==================== redmule_exp_packer_flat
==> redmule_exp_packer_flat/io_fan.png <==
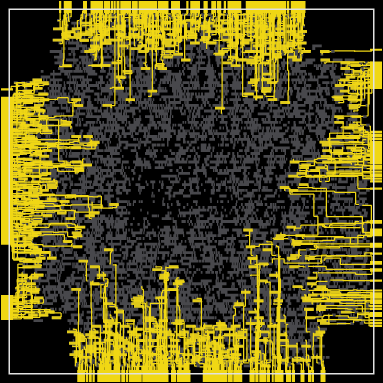

--- config.mk ---
export PLATFORM = sky130hd
export DESIGN_NAME = redmule_exp_packer_flat
export DESIGN_NICKNAME = d
export VERILOG_FILES = /design/src/rtl/redmule_exp_packer_if.sv /design/src/rtl/redmule_exp_packer.sv /design/src/flat_wrapper.sv
export SDC_FILE = /design/constraint.sdc
export NUM_CORES = 2
export LEC_CHECK = 0
export ABC_AREA = 1
export CORE_MARGIN = 3
export CORE_UTILIZATION = 45
export CTS_CLUSTER_DIAMETER = 80
export DETAILED_ROUTE_END_ITERATION = 10
export PLACE_DENSITY = 0.66
export RECOVER_POWER = 100
export SYNTH_ARGS = -nofsm -noshare
export SYNTH_HDL_FRONTEND = slang
export SYNTH_SLANG_ARGS = --single-unit
--- constraint.sdc ---
create_clock -name clk_i -period 33 [get_ports clk_i]
set_input_delay 4.95 -clock clk_i [delete_from_list [all_inputs] [get_ports clk_i]]
set_output_delay 4.95 -clock clk_i [all_outputs]
set_load 0.05 [all_outputs]
--- src/rtl/redmule_exp_packer_if.sv ---
// HWPE-style streaming interface: data beat with byte strobes and a valid/ready handshake.
interface hwpe_stream_intf_stream #(
   parameter int DATA_WIDTH = 512
) ();
   localparam int STRB_WIDTH = DATA_WIDTH / 8;

   logic                  valid;
   logic                  ready;
   logic [DATA_WIDTH-1:0] data;
   logic [STRB_WIDTH-1:0] strb;

   modport source (output valid, output data, output strb, input ready);
   modport sink   (input valid, input data, input strb, output ready);
   modport master (output valid, output data, output strb, input ready);
   modport slave  (input valid, input data, input strb, output ready);
endinterface

--- src/rtl/redmule_exp_packer.sv ---
// Packs shared exponents densely into BEAT_WIDTH-bit beats for write-back; a flush emits a
// partial beat whose byte strobes cover only the exponents actually collected.
module redmule_exp_packer #(
   parameter int EXP_WIDTH  = 8,
   parameter int BEAT_WIDTH = 512
) (
   input  logic                    clk_i,
   input  logic                    rst_i,
   input  logic                    clear_i,
   input  logic [EXP_WIDTH-1:0]    exp_i,
   input  logic                    exp_valid_i,
   output logic                    exp_ready_o,
   input  logic                    flush_i,
   hwpe_stream_intf_stream.source  stream_o,
   output logic                    idle_o
);
   localparam int EXPS_PER_BEAT = BEAT_WIDTH / EXP_WIDTH;
   localparam int CNT_WIDTH     = $clog2(EXPS_PER_BEAT) + 1;
   localparam int STRB_WIDTH    = BEAT_WIDTH / 8;
   localparam int BYTES_PER_EXP = EXP_WIDTH / 8;
   localparam logic [CNT_WIDTH-1:0] LAST_SLOT = CNT_WIDTH'(EXPS_PER_BEAT - 1);

   function automatic logic [STRB_WIDTH-1:0] f_strb_mask(input logic [CNT_WIDTH-1:0] n);
      logic [STRB_WIDTH-1:0] m;
      m = '0;
      for (int b = 0; b < STRB_WIDTH; b++) begin
         if (b < int'(n) * BYTES_PER_EXP) begin
            m[b] = 1'b1;
         end else begin
            m[b] = 1'b0;
         end
      end
      return m;
   endfunction

   logic [BEAT_WIDTH-1:0] r_asm;
   logic [CNT_WIDTH-1:0]  r_slot;
   logic [BEAT_WIDTH-1:0] r_out_data;
   logic [STRB_WIDTH-1:0] r_out_strb;
   logic                  r_out_valid;
   logic                  r_flush_pend;

   logic                  w_out_free;
   logic                  w_last;
   logic                  w_accept;
   logic [BEAT_WIDTH-1:0] w_asm_next;
   logic [CNT_WIDTH-1:0]  w_n;
   logic                  w_flush;
   logic                  w_full;
   logic                  w_flush_xfer;
   logic                  w_load;

   assign w_out_free   = !r_out_valid || stream_o.ready;
   assign w_last       = (r_slot == LAST_SLOT);
   assign exp_ready_o  = !r_flush_pend && (!w_last || w_out_free);
   assign w_accept     = exp_valid_i && exp_ready_o;
   assign w_n          = r_slot + CNT_WIDTH'(w_accept);
   assign w_flush      = flush_i || r_flush_pend;
   assign w_full       = w_accept && w_last;
   // A same-cycle accept is packed before the flush closes the beat.
   assign w_flush_xfer = w_flush && !w_full && (w_n != '0) && w_out_free;
   assign w_load       = w_full || w_flush_xfer;

   // Assembly contents including the exponent accepted this cycle.
   always_comb begin
      w_asm_next = r_asm;
      if (w_accept) begin
         w_asm_next[int'(r_slot)*EXP_WIDTH +: EXP_WIDTH] = exp_i;
      end else begin
         w_asm_next = r_asm;
      end
   end

   // Assembly, slot counter, pending flush and output register.
   always_ff @(posedge clk_i or posedge rst_i) begin
      if (rst_i) begin
         r_asm        <= '0;
         r_slot       <= '0;
         r_out_data   <= '0;
         r_out_strb   <= '0;
         r_out_valid  <= 1'b0;
         r_flush_pend <= 1'b0;
      end else if (clear_i) begin
         r_asm        <= '0;
         r_slot       <= '0;
         r_out_data   <= '0;
         r_out_strb   <= '0;
         r_out_valid  <= 1'b0;
         r_flush_pend <= 1'b0;
      end else if (w_load) begin
         r_out_data   <= w_asm_next;
         r_out_strb   <= w_full ? {STRB_WIDTH{1'b1}} : f_strb_mask(w_n);
         r_out_valid  <= 1'b1;
         r_asm        <= '0;
         r_slot       <= '0;
         r_flush_pend <= 1'b0;
      end else begin
         if (r_out_valid && stream_o.ready) begin
            r_out_valid <= 1'b0;
         end
         if (w_accept) begin
            r_asm  <= w_asm_next;
            r_slot <= r_slot + CNT_WIDTH'(1);
         end
         // Non-empty flush that could not transfer stays pending; empty one is dropped.
         if (w_flush) begin
            r_flush_pend <= (w_n != '0);
         end
      end
   end

   assign stream_o.valid = r_out_valid;
   assign stream_o.data  = r_out_data;
   assign stream_o.strb  = r_out_strb;
   assign idle_o         = (r_slot == '0) && !r_out_valid && !r_flush_pend;

endmodule

--- src/flat_wrapper.sv ---
// flat-port wrapper written by rule: the top's interface ports become plain ports
module redmule_exp_packer_flat 
#(
   parameter int EXP_WIDTH  = 8,
   parameter int BEAT_WIDTH = 512
)
  (clk_i, rst_i, clear_i, exp_i, exp_valid_i, exp_ready_o, flush_i, idle_o, stream_o_valid, stream_o_data, stream_o_strb, stream_o_ready);
  hwpe_stream_intf_stream #(.DATA_WIDTH(512)) stream_o_i ();
  input  logic clk_i;
  input  logic rst_i;
  input  logic clear_i;
  input  logic [EXP_WIDTH-1:0] exp_i;
  input  logic exp_valid_i;
  output logic exp_ready_o;
  input  logic flush_i;
  output logic idle_o;
  output wire logic [$bits(stream_o_i.valid)-1:0] stream_o_valid;
  output wire logic [$bits(stream_o_i.data)-1:0] stream_o_data;
  output wire logic [$bits(stream_o_i.strb)-1:0] stream_o_strb;
  input wire logic [$bits(stream_o_i.ready)-1:0] stream_o_ready;
  assign stream_o_valid = stream_o_i.valid;
  assign stream_o_data = stream_o_i.data;
  assign stream_o_strb = stream_o_i.strb;
  assign stream_o_i.ready = stream_o_ready;
  redmule_exp_packer #(.EXP_WIDTH(EXP_WIDTH), .BEAT_WIDTH(BEAT_WIDTH)) u_core (.clk_i(clk_i), .rst_i(rst_i), .clear_i(clear_i), .exp_i(exp_i), .exp_valid_i(exp_valid_i), .exp_ready_o(exp_ready_o), .flush_i(flush_i), .stream_o(stream_o_i), .idle_o(idle_o));
endmodule
==================== proc_dispatch_ctrl
<file path="config.mk">
export PLATFORM = sky130hd
export DESIGN_NAME = proc_dispatch_ctrl
export DESIGN_NICKNAME = d
export VERILOG_FILES = /design/src/rtl/proc_dispatch_ctrl.sv
export SDC_FILE = /design/constraint.sdc
export NUM_CORES = 1
export LEC_CHECK = 0
export ABC_AREA = 1
export CORE_ASPECT_RATIO = 0.75
export CORE_UTILIZATION = 44
export CTS_CLUSTER_SIZE = 30
export DETAILED_ROUTE_END_ITERATION = 6
export GPL_ROUTABILITY_DRIVEN = 0
export PLACE_DENSITY = 0.78
export SLEW_MARGIN = 10
export SYNTH_ARGS = -nofsm -noshare
export SYNTH_HDL_FRONTEND = slang
export SYNTH_SLANG_ARGS = --single-unit
</file>
<file path="constraint.sdc">
create_clock -name i_clk -period 2.75 [get_ports i_clk]
set_input_delay 0.6875 -clock i_clk [delete_from_list [all_inputs] [get_ports i_clk]]
set_output_delay 0.6875 -clock i_clk [all_outputs]
set_load 0.1 [all_outputs]
</file>
<file path="src/rtl/proc_dispatch_ctrl.sv">
// proc_dispatch_ctrl: binds incoming commands to the lowest free processor via a scoreboard handshake
//   i_cmd_valid/o_cmd_ready/i_cmd_id      : command intake
//   o_sb_write/o_sb_cmd_id/o_sb_proc_id   : scoreboard entry write, completed by i_sb_ack
//   o_sb_flush                            : scoreboard flush once all processors have drained
//   o_proc_start/o_proc_cmd_id            : one-hot start pulse with its command id
//   i_proc_done/o_busy                    : per-processor completion and busy mask
//   i_flush/o_err                         : flush request, ack timeout pulse
module proc_dispatch_ctrl #(
   parameter int PROC_COUNT  = 4,
   parameter int CMD_ID_W    = 8,
   parameter int ACK_TIMEOUT = 16
) (
   input  logic                          i_clk,
   input  logic                          i_rst,
   input  logic                          i_cmd_valid,
   output logic                          o_cmd_ready,
   input  logic [CMD_ID_W-1:0]           i_cmd_id,
   output logic                          o_sb_write,
   output logic [CMD_ID_W-1:0]           o_sb_cmd_id,
   output logic [$clog2(PROC_COUNT)-1:0] o_sb_proc_id,
   input  logic                          i_sb_ack,
   output logic                          o_sb_flush,
   output logic [PROC_COUNT-1:0]         o_proc_start,
   output logic [CMD_ID_W-1:0]           o_proc_cmd_id,
   input  logic [PROC_COUNT-1:0]         i_proc_done,
   input  logic                          i_flush,
   output logic [PROC_COUNT-1:0]         o_busy,
   output logic                          o_err
);
   localparam int PW = $clog2(PROC_COUNT);
   localparam int CW = $clog2(ACK_TIMEOUT + 1);
   typedef enum logic [2:0] {IDLE, SB_WRITE, WAIT_ACK, ISSUE, FLUSH} state_t;
   state_t state, state_nxt;
   logic [PROC_COUNT-1:0] busy, reserved, free, pid_oh;
   logic [CMD_ID_W-1:0] cmd_q;
   logic [PW-1:0] pid_q, sel;
   logic [CW-1:0] cnt;
   logic flush_pending, accept, timeout;
   assign free    = ~busy & ~reserved;
   assign pid_oh  = PROC_COUNT'(1) << pid_q;
   // ready is forced low while reset is asserted so every output reads 0 in reset
   assign o_cmd_ready = ~i_rst & (state == IDLE) & (|free) & ~flush_pending;
   assign accept  = i_cmd_valid & o_cmd_ready;
   // a same-cycle ack wins over the timeout
   assign timeout = (state == WAIT_ACK) & ~i_sb_ack & (cnt == CW'(ACK_TIMEOUT - 1));
   assign o_sb_write    = state == SB_WRITE;
   assign o_sb_cmd_id   = (state == SB_WRITE || state == WAIT_ACK) ? cmd_q : '0;
   assign o_sb_proc_id  = (state == SB_WRITE || state == WAIT_ACK) ? pid_q : '0;
   assign o_proc_start  = (state == ISSUE) ? pid_oh : '0;
   assign o_proc_cmd_id = (state == ISSUE) ? cmd_q : '0;
   assign o_sb_flush    = state == FLUSH;
   assign o_err         = timeout;
   assign o_busy        = busy;
   always_comb begin
      sel = '0;
      for (int k = PROC_COUNT - 1; k >= 0; k--)
         if (free[k]) sel = PW'(k);
   end
   always_comb begin
      state_nxt = state;
      case (state)
         IDLE:     state_nxt = accept ? SB_WRITE : (flush_pending && busy == '0) ? FLUSH : IDLE;
         SB_WRITE: state_nxt = WAIT_ACK;
         WAIT_ACK: state_nxt = i_sb_ack ? ISSUE : timeout ? IDLE : WAIT_ACK;
         ISSUE:    state_nxt = IDLE;
         FLUSH:    state_nxt = IDLE;
         default:  state_nxt = IDLE;
      endcase
   end
   always_ff @(posedge i_clk or posedge i_rst) begin
      if (i_rst) begin
         state         <= IDLE;
         busy          <= '0;
         reserved      <= '0;
         cmd_q         <= '0;
         pid_q         <= '0;
         cnt           <= '0;
         flush_pending <= 1'b0;
      end else begin
         state         <= state_nxt;
         // a start to processor k outranks a done for k in the same cycle
         busy          <= (busy & ~i_proc_done) | ((state == ISSUE) ? pid_oh : '0);
         reserved      <= accept ? PROC_COUNT'(1) << sel : (state == ISSUE || timeout) ? '0 : reserved;
         cmd_q         <= accept ? i_cmd_id : cmd_q;
         pid_q         <= accept ? sel : pid_q;
         cnt           <= (state == WAIT_ACK) ? cnt + 1'b1 : '0;
         flush_pending <= i_flush | (flush_pending & (state != FLUSH));
      end
   end
endmodule

</file>
==> redmule_exp_packer_flat/logic_types.png <==
Scale bar: 100 um.
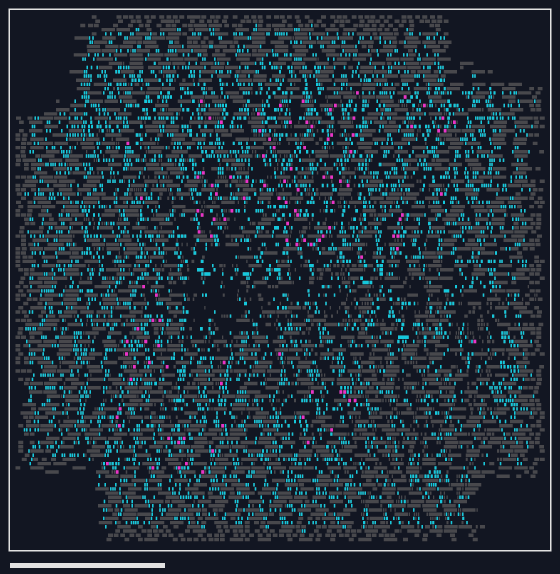
[nand cells] cyan | cells: 4,098 | where: all over the die
[and/or cells] magenta | cells: 112

## Picture notes: redmule_exp_packer_flat/io_fan.png
[stream_o_data] yellow | bits: 512 | direction: output | edge: 156 top, 153 bottom, 122 left, 81 right | end cells: 512 | buffers: 512 | wire: 26.8 mm
IO Pins: 593
number of port buffers: 592

==> flow_summary.yaml, redmule_exp_packer_flat <==
# implementation run metrics
outcome:
  status: "finished with violations"
  violations: "capacitance limit, slew limit"
clocking:
  path_clk_slew_ps: 60
  numCtsBuffers: 116
  cts_resized: 0
  cts_root_buf: "clkbuf_16"
  cts_tree: "yes"
  cts_max_level: 3
cells_and_area:
  seq_area_mm2: 0.02745
  final_cell_mix: "3,350 x nand2_1, 1,097 x dfrtp_1, 763 x nor2_1"
power_and_ir_drop:
  pwr-share-clk_pct: 42.4
  pg_comb_uw: 658
  power_leader: "the clock network"
  power_mw: 3.608
  p_switching_mw: 1.133
run:
  warning_count: 56
  drv_cap: 35
synth:
  yosys_cells: 7210
  ys_sh_simple_pct: 39.79
  synthXorXnorAreaFrac_pct: 0.09713
  synth_top_cell_by_area: "dfrtp_1"
  edf_count: 0
  synthAdderAreaFrac_pct: 0.1184
timing:
  worst_slew_pin_slew_ps: 9560
  fmax_mhz: 49.27
  drv_slew: 2784
  finalHoldViolCount: 0
  rsz0062_at_grt: "false"
global_route:
  grt.overflow.total: 0
  grt_max_degree: 212
  grt_usage_pct: 35.79
worst_setup_path:
  path_delay_family: "buffers and inverters"
  rr_worst_depth: 21
  crit_fanout: 211
  timing.rr.end: "u_core.stream_o.data[116]$_DFFE_PP0P_"
drt:
  wl_met1_um: 86710
  routed_via_density: 5.559
  highest_layer: "met5"
  dr_wl_met3_um: 24020
place:
  placed_cell_area_mm2: 0.05957
die:
  fp_util_pct: 45.39
redmule_exp_packer_flat: area by class of cell:
cell class	instances	share of cell area, %
Sequential cell	1097	42.99
Multi-Input combinational cell	5299	34.51
Timing Repair Buffer	668	10.05
Clock buffer	150	5.091
Tap cell	1524	2.986
Inverter	410	2.432
Clock inverter	65	1.887
Antenna cell	12	0.04703
redmule_exp_packer_flat: how the worst max path moves through the flow:
stage / start / to / cells past startpoint
after floorplan: rst_i / u_core.r_asm[0]$_DFFE_PP0P_ / 1
after global placement: stream_o_ready / exp_ready_o / 6
after detailed placement: stream_o_ready / exp_ready_o / 6
after CTS: stream_o_ready / exp_ready_o / 6
after global routing: stream_o_ready / u_core.r_asm[142]$_DFFE_PP0P_ / 19
final: stream_o_ready / u_core.stream_o.data[116]$_DFFE_PP0P_ / 19
redmule_exp_packer_flat: layer usage:
metal	up-vias	track usage, %
li1	23068	-
met1	24691	47.71
met2	2860	51.20
met3	649	9.331
met4	14	24.10
met5	-	0
redmule_exp_packer_flat: state kept, by name, summed over array words and instances, names as in the netlist:
name,flops
u_core.r_asm,512
u_core.stream_o.data,512
u_core.stream_o.strb,64
u_core.r_flush_pend,1
u_core.r_slot,7
u_core.stream_o.valid,1
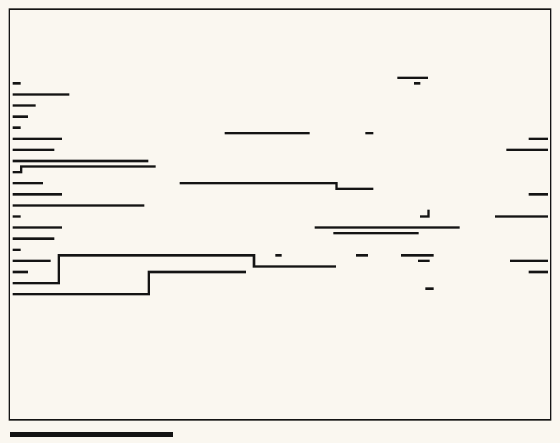
(proc_dispatch_ctrl/layer_met3.png)
Scale bar: 20 um.
share of all routed wire: 7.9%
longest straight run: 23.9 um
wire length on this layer: 272 um
Global Route met3 Usage: 7.870%
Vias: 1,282

==> flow_summary.yaml, proc_dispatch_ctrl <==
# implementation run metrics
outcome:
  status: "finished clean"
timing:
  setup_viol: 0
  hold_ws_ps: 468.7
  final.min_clock_period_ps: 2525
  fin_skew_ps: 6.883
power_and_ir_drop:
  pwr-share-clk_pct: 14.8
  seq_power_share_pct: 37.9
  p_switching_uw: 701.3
  power_leader: "combinational cells"
  internal_power_uw: 821.3
  leakagePower_nw: 1.059
global_route:
  grt_pass1_wl_um: 5782
  grt.overflow.total: 0
synth:
  yosys_cells: 184
  ys.flops: 27
  top_cell: "nand2_1"
  yosys_most_used_dff: "dfrtp_1"
  synth.distinct_cells: 20
  yosys.area.top_type_share_pct: 49.72
  yosysChipArea_mm2: 0.001359
worst_setup_path:
  critPathLaunchType: "register"
  worstPathRequired_ps: 2060
  crit_end: "o_proc_start[0]"
  path_delay_family: "simple AND/OR/NAND/NOR gates"
  crit_fanout: 9
clocking:
  cts_resized: 0
  cts_hold_buf: 0
cells_and_area:
  post-route-util_pct: 73.15
  instances_no_fill: 270
  area_growth_pct: 58.01
  largest_register_ffs: 8
  nets: 252
drt:
  drc: 0
  wl_met1_um: 1557
run:
  drv_cap: 0
[proc_dispatch_ctrl: final cells by class]
cell class	instances	area [um2]	share of cell area, %
Clock buffer	4	45.04	2.098
Sequential cell	27	675.6	31.47
Tap cell	38	47.55	2.214
Inverter	34	131.4	6.119
Timing Repair Buffer	47	693.2	32.28
Multi-Input combinational cell	120	554.3	25.82
[proc_dispatch_ctrl: placed cells by master (no fill, tap or decap)]
cell             count
buf_12              24
o21ai_0              1
dfrtp_1             27
inv_1               32
clkbuf_1             1
a21oi_1              1
inv_2                1
nor3_2               2
o22ai_1              4
nor2_2               6
ha_1                 2
nor2_1              34
nor3b_1              1
nor2_4               1
nand3_2              1
buf_4                7
clkdlybuf4s50_1     16
nand4_1              3
nand2_1             52
nand2_2              1
clkbuf_8             3
nor3_1               1
clkinvlp_4           1
o21bai_1             2
nand3_1              8
[proc_dispatch_ctrl: logic make-up (layout without fill, tap and decap cells)]
group,after synthesis,in the layout,synth area share (%)
simple gates,110,110,33.79
buf+inv,37,85,10.96
fa+ha+maj,2,2,1.841
compound gates,8,8,3.682
flops,27,27,49.72

==================== wb_arbiter_flat
==> wb_arbiter_flat/layer_met3.png <==
Scale bar: 20 um.
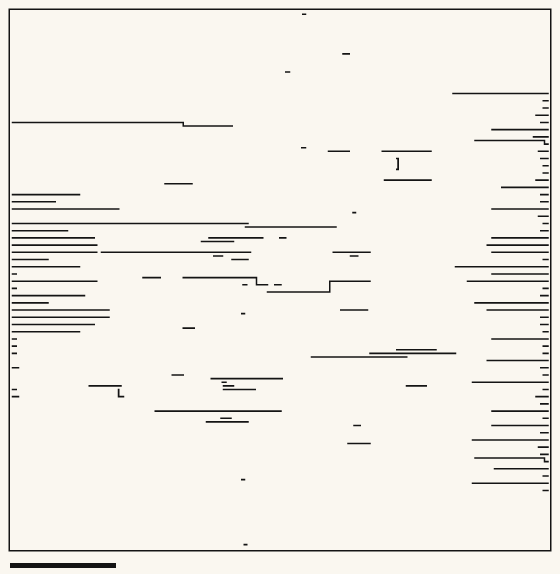
==> wb_arbiter_flat/placement.png <==
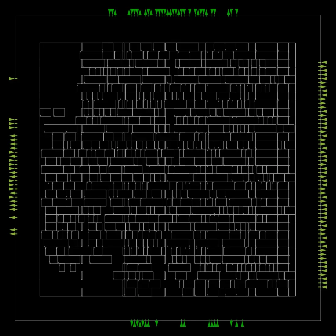
==> wb_arbiter_flat/logic_types.png <==
Scale bar: 20 um.
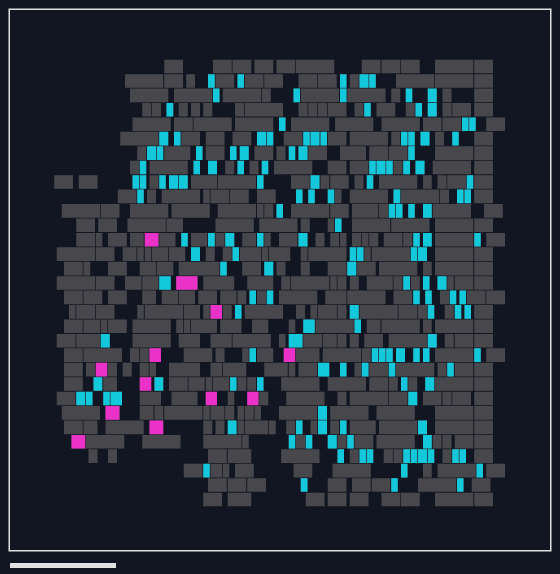
$ cat src/rtl/wb_pkg.sv
// Shared types and widths for the register-file writeback arbiter.
package wb_pkg;

   localparam int unsigned DATA_W = 32;
   localparam int unsigned ADDR_W = 5;
   localparam int unsigned DROP_W = 8;

   typedef enum logic [1:0] {
      EMPTY = 2'd0,
      HELD  = 2'd1,
      FORCE = 2'd2
   } state_e;

endpackage

$ cat src/rtl/wb_arbiter_if.sv
// Writeback bus bundle: pipeline source, long-latency source, write port and status.
interface wb_arbiter_if #(
   parameter int unsigned DATA_W = wb_pkg::DATA_W,
   parameter int unsigned ADDR_W = wb_pkg::ADDR_W,
   parameter int unsigned DROP_W = wb_pkg::DROP_W
) ();

   logic              P_VALID;
   logic [ADDR_W-1:0] P_RD;
   logic [DATA_W-1:0] P_DATA;
   logic              L_VALID;
   logic              L_READY;
   logic [ADDR_W-1:0] L_RD;
   logic [DATA_W-1:0] L_DATA;
   logic              WRITE_ENABLE;
   logic [ADDR_W-1:0] WB_ADDRESS;
   logic [DATA_W-1:0] WRITE_DATA;
   logic              PEND_VALID;
   logic [ADDR_W-1:0] PEND_RD;
   logic              STALL_REQ;
   logic [DROP_W-1:0] DROP_CNT;

   modport slave (
      input  P_VALID, P_RD, P_DATA, L_VALID, L_RD, L_DATA,
      output L_READY, WRITE_ENABLE, WB_ADDRESS, WRITE_DATA,
             PEND_VALID, PEND_RD, STALL_REQ, DROP_CNT
   );

   modport master (
      output P_VALID, P_RD, P_DATA, L_VALID, L_RD, L_DATA,
      input  L_READY, WRITE_ENABLE, WB_ADDRESS, WRITE_DATA,
             PEND_VALID, PEND_RD, STALL_REQ, DROP_CNT
   );

endinterface

$ cat src/rtl/wb_arbiter.sv
// Register-file write-port arbiter: pipeline writeback wins, long-latency results
// wait in a one-entry hold buffer with starvation escalation and WAW dropping.
module wb_arbiter
   import wb_pkg::*;
#(
   parameter int unsigned MAX_WAIT = 4
) (
   input  logic        CLK,
   input  logic        RESET,
   wb_arbiter_if.slave bus
);

   localparam int unsigned WAIT_W = $clog2(MAX_WAIT + 1);

   state_e              state_q, state_d;
   logic [WAIT_W-1:0]   wait_q, wait_d;
   logic [ADDR_W-1:0]   pend_rd_q, pend_rd_d;
   logic [DATA_W-1:0]   pend_data_q, pend_data_d;
   logic [DROP_W-1:0]   drop_q, drop_d;
   logic                we_q, we_d;
   logic [ADDR_W-1:0]   addr_q, addr_d;
   logic [DATA_W-1:0]   data_q, data_d;

   logic pw;
   logic l_ready;
   logic l_acc;
   logic drop_inc;

   always_ff @(posedge CLK) begin
      if (RESET) begin
         state_q     <= EMPTY;
         wait_q      <= '0;
         pend_rd_q   <= '0;
         pend_data_q <= '0;
         drop_q      <= '0;
         we_q        <= 1'b0;
         addr_q      <= '0;
         data_q      <= '0;
      end else begin
         state_q     <= state_d;
         wait_q      <= wait_d;
         pend_rd_q   <= pend_rd_d;
         pend_data_q <= pend_data_d;
         drop_q      <= drop_d;
         we_q        <= we_d;
         addr_q      <= addr_d;
         data_q      <= data_d;
      end
   end

   // A pipeline write to x0 is not a write: it neither drives the port nor blocks L.
   always_comb begin
      pw          = bus.P_VALID && (bus.P_RD != '0);
      l_ready     = (state_q == EMPTY) && !RESET;
      l_acc       = bus.L_VALID && l_ready;
      state_d     = state_q;
      wait_d      = wait_q;
      pend_rd_d   = pend_rd_q;
      pend_data_d = pend_data_q;
      drop_inc    = 1'b0;
      we_d        = 1'b0;
      addr_d      = '0;
      data_d      = '0;

      if (pw) begin
         we_d   = 1'b1;
         addr_d = bus.P_RD;
         data_d = bus.P_DATA;
      end

      case (state_q)
         EMPTY: begin
            if (l_acc) begin
               if (pw && (bus.P_RD == bus.L_RD)) begin
                  drop_inc = 1'b1;
               end else if (bus.L_RD != '0) begin
                  state_d     = HELD;
                  wait_d      = '0;
                  pend_rd_d   = bus.L_RD;
                  pend_data_d = bus.L_DATA;
               end
            end
         end
         HELD, FORCE: begin
            if (pw) begin
               if (bus.P_RD == pend_rd_q) begin
                  drop_inc = 1'b1;
                  state_d  = EMPTY;
               end else if (state_q == HELD) begin
                  wait_d = wait_q + WAIT_W'(1);
                  if (wait_d == WAIT_W'(MAX_WAIT)) state_d = FORCE;
               end
            end else begin
               we_d    = 1'b1;
               addr_d  = pend_rd_q;
               data_d  = pend_data_q;
               state_d = EMPTY;
            end
         end
         default: state_d = EMPTY;
      endcase

      if (state_d == EMPTY) pend_rd_d = '0;

      drop_d = (drop_inc && (drop_q != '1)) ? drop_q + DROP_W'(1) : drop_q;
   end

   assign bus.L_READY      = l_ready;
   assign bus.WRITE_ENABLE = we_q;
   assign bus.WB_ADDRESS   = addr_q;
   assign bus.WRITE_DATA   = data_q;
   assign bus.PEND_VALID   = (state_q != EMPTY);
   assign bus.PEND_RD      = pend_rd_q;
   assign bus.STALL_REQ    = (state_q == FORCE);
   assign bus.DROP_CNT     = drop_q;

endmodule

$ cat src/flat_wrapper.sv
// flat-port wrapper written by rule: the top's interface ports become plain ports
module wb_arbiter_flat import wb_pkg::*;
#(
   parameter int unsigned MAX_WAIT = 4
)
  (CLK, RESET, bus_P_VALID, bus_P_RD, bus_P_DATA, bus_L_VALID, bus_L_RD, bus_L_DATA, bus_L_READY, bus_WRITE_ENABLE, bus_WB_ADDRESS, bus_WRITE_DATA, bus_PEND_VALID, bus_PEND_RD, bus_STALL_REQ, bus_DROP_CNT);
  wb_arbiter_if bus_i ();
  input  logic CLK;
  input  logic RESET;
  input wire logic [$bits(bus_i.P_VALID)-1:0] bus_P_VALID;
  input wire logic [$bits(bus_i.P_RD)-1:0] bus_P_RD;
  input wire logic [$bits(bus_i.P_DATA)-1:0] bus_P_DATA;
  input wire logic [$bits(bus_i.L_VALID)-1:0] bus_L_VALID;
  input wire logic [$bits(bus_i.L_RD)-1:0] bus_L_RD;
  input wire logic [$bits(bus_i.L_DATA)-1:0] bus_L_DATA;
  output wire logic [$bits(bus_i.L_READY)-1:0] bus_L_READY;
  output wire logic [$bits(bus_i.WRITE_ENABLE)-1:0] bus_WRITE_ENABLE;
  output wire logic [$bits(bus_i.WB_ADDRESS)-1:0] bus_WB_ADDRESS;
  output wire logic [$bits(bus_i.WRITE_DATA)-1:0] bus_WRITE_DATA;
  output wire logic [$bits(bus_i.PEND_VALID)-1:0] bus_PEND_VALID;
  output wire logic [$bits(bus_i.PEND_RD)-1:0] bus_PEND_RD;
  output wire logic [$bits(bus_i.STALL_REQ)-1:0] bus_STALL_REQ;
  output wire logic [$bits(bus_i.DROP_CNT)-1:0] bus_DROP_CNT;
  assign bus_i.P_VALID = bus_P_VALID;
  assign bus_i.P_RD = bus_P_RD;
  assign bus_i.P_DATA = bus_P_DATA;
  assign bus_i.L_VALID = bus_L_VALID;
  assign bus_i.L_RD = bus_L_RD;
  assign bus_i.L_DATA = bus_L_DATA;
  assign bus_L_READY = bus_i.L_READY;
  assign bus_WRITE_ENABLE = bus_i.WRITE_ENABLE;
  assign bus_WB_ADDRESS = bus_i.WB_ADDRESS;
  assign bus_WRITE_DATA = bus_i.WRITE_DATA;
  assign bus_PEND_VALID = bus_i.PEND_VALID;
  assign bus_PEND_RD = bus_i.PEND_RD;
  assign bus_STALL_REQ = bus_i.STALL_REQ;
  assign bus_DROP_CNT = bus_i.DROP_CNT;
  wb_arbiter #(.MAX_WAIT(MAX_WAIT)) u_core (.CLK(CLK), .RESET(RESET), .bus(bus_i));
endmodule
$ cat config.mk
export PLATFORM = sky130hd
export DESIGN_NAME = wb_arbiter_flat
export DESIGN_NICKNAME = d
export VERILOG_FILES = /design/src/rtl/wb_pkg.sv /design/src/rtl/wb_arbiter_if.sv /design/src/rtl/wb_arbiter.sv /design/src/flat_wrapper.sv
export SDC_FILE = /design/constraint.sdc
export NUM_CORES = 1
export LEC_CHECK = 0
export CORE_MARGIN = 8
export CORE_UTILIZATION = 49
export CTS_BUF_LIST = sky130_fd_sc_hd__clkbuf_2 sky130_fd_sc_hd__clkbuf_4 sky130_fd_sc_hd__clkbuf_8
export DETAILED_ROUTE_END_ITERATION = 8
export GPL_TIMING_DRIVEN = 0
export PLACE_DENSITY = 0.87
export SLEW_MARGIN = 20
export SYNTH_ARGS = -nofsm -noshare
export SYNTH_HDL_FRONTEND = slang
export SYNTH_SLANG_ARGS = --single-unit
export TNS_END_PERCENT = 5
$ cat constraint.sdc
create_clock -name CLK -period 5.17 [get_ports CLK]
set_clock_uncertainty 0.2 [all_clocks]
set_input_delay 1.551 -clock CLK [delete_from_list [all_inputs] [get_ports CLK]]
set_output_delay 1.551 -clock CLK [all_outputs]
set_load 0.01 [all_outputs]
==> flow_summary.yaml <==
# implementation run metrics
place:
  placed_cell_area_mm2: 0.005030
  port_buffers: 130
outcome:
  status: "finished clean"
cells_and_area:
  largest_cell_class: "sequential cells"
  clockNetworkAreaShare_pct: 3.365
  inverters: 7
timing:
  period_used_pct: 88.21
  final.min_clock_period_ps: 4561
power_and_ir_drop:
  pg_comb_uw: 218
  leakagePower_nw: 1.859
synth:
  mappedNetlistNets: 522
  ys_sh_simple_pct: 22.94
  synth.distinct_cells: 41
global_route:
  grt_antenna_before_repair: 0
clocking:
  clkSinkCount: 88
## Picture notes: wb_arbiter_flat/layer_met3.png
nets with wire on the layer: 110
wire length on this layer: 902 um
DRT Wirelength: 11,050 um
Global Route met3 Usage: 5.430%

## Picture notes: wb_arbiter_flat/placement.png
core area: 0.007176 mm2
final core area utilization: 72.54%

## Picture notes: wb_arbiter_flat/logic_types.png
[nand cells] cyan | cells: 155
[and/or cells] magenta | cells: 12
Comb area share: 31.85%
Cell Count, Final, Fillers Out: 682

==> through the flow <==
step / hold slack [ps] / std cells / power, mW
finish: 259.3 / 682 / 1.361
global route: 277.3 / 682 / 1.414
CTS: 260.1 / 682 / 1.368
detailed placement: 247.0 / 666 / 0.9472
global placement: 242.1 / 666 / 0.9421
floorplan: 236.6 / 437 / 0.8264
==> path summary, 6_finish.rpt <==
| check | startpoint | end | slack (ps) | cells past startpoint |
|---|---|---|---|---|
| worst max register to register | u_core.state_q[1]$_SDFF_PP0_ | u_core.bus.WRITE_DATA[29]$_SDFF_PP0_ | 2790 | 6 |
| worst max-delay path | RESET | bus_L_READY | 610 | 3 |
| worst min register to register | u_core.pend_data_q[13]$_SDFFE_PP0P_ | u_core.pend_data_q[13]$_SDFFE_PP0P_ | 260 | 2 |
| worst min-delay path | u_core.pend_data_q[13]$_SDFFE_PP0P_ | u_core.pend_data_q[13]$_SDFFE_PP0P_ | 260 | 2 |
==> worst register-to-register path: stages (launching register included) <==
cell	delay [ps]
dfxtp_1	440
inv_1	90
ha_1	420
clkbuf_1	420
clkbuf_1	440
nand3_1	160
a21oi_1	160


==> gallery <==
Cell density map.
shot_01.png
35 x 35 tiles, from black (low) to pale yellow (high), 0 to 100% covered.
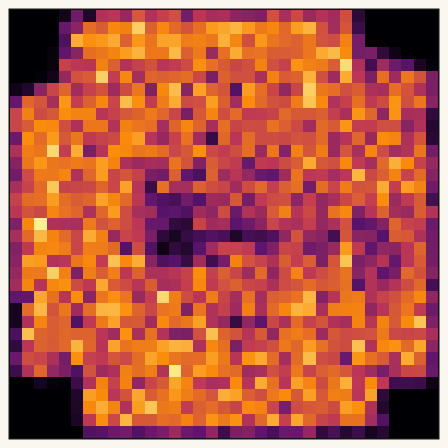
shot_02.png
7 x 5 tiles, from black (low) to pale yellow (high), 0 to 100% covered.
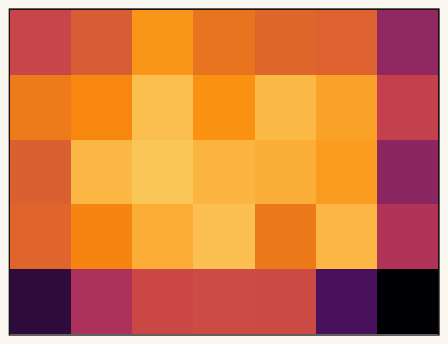
shot_03.png
10 x 10 tiles, from black (low) to pale yellow (high), 0 to 100% covered.
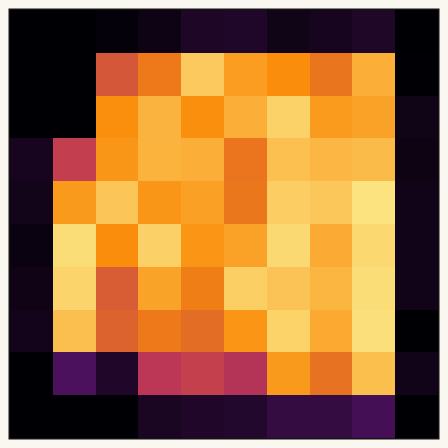
shot_03.png comes from wb_arbiter_flat.
shot_01.png comes from redmule_exp_packer_flat.
shot_02.png comes from proc_dispatch_ctrl.
Of these, lowest utilization: shot_01.png

No activity file was given, so power comes from the tool's default toggle rates.
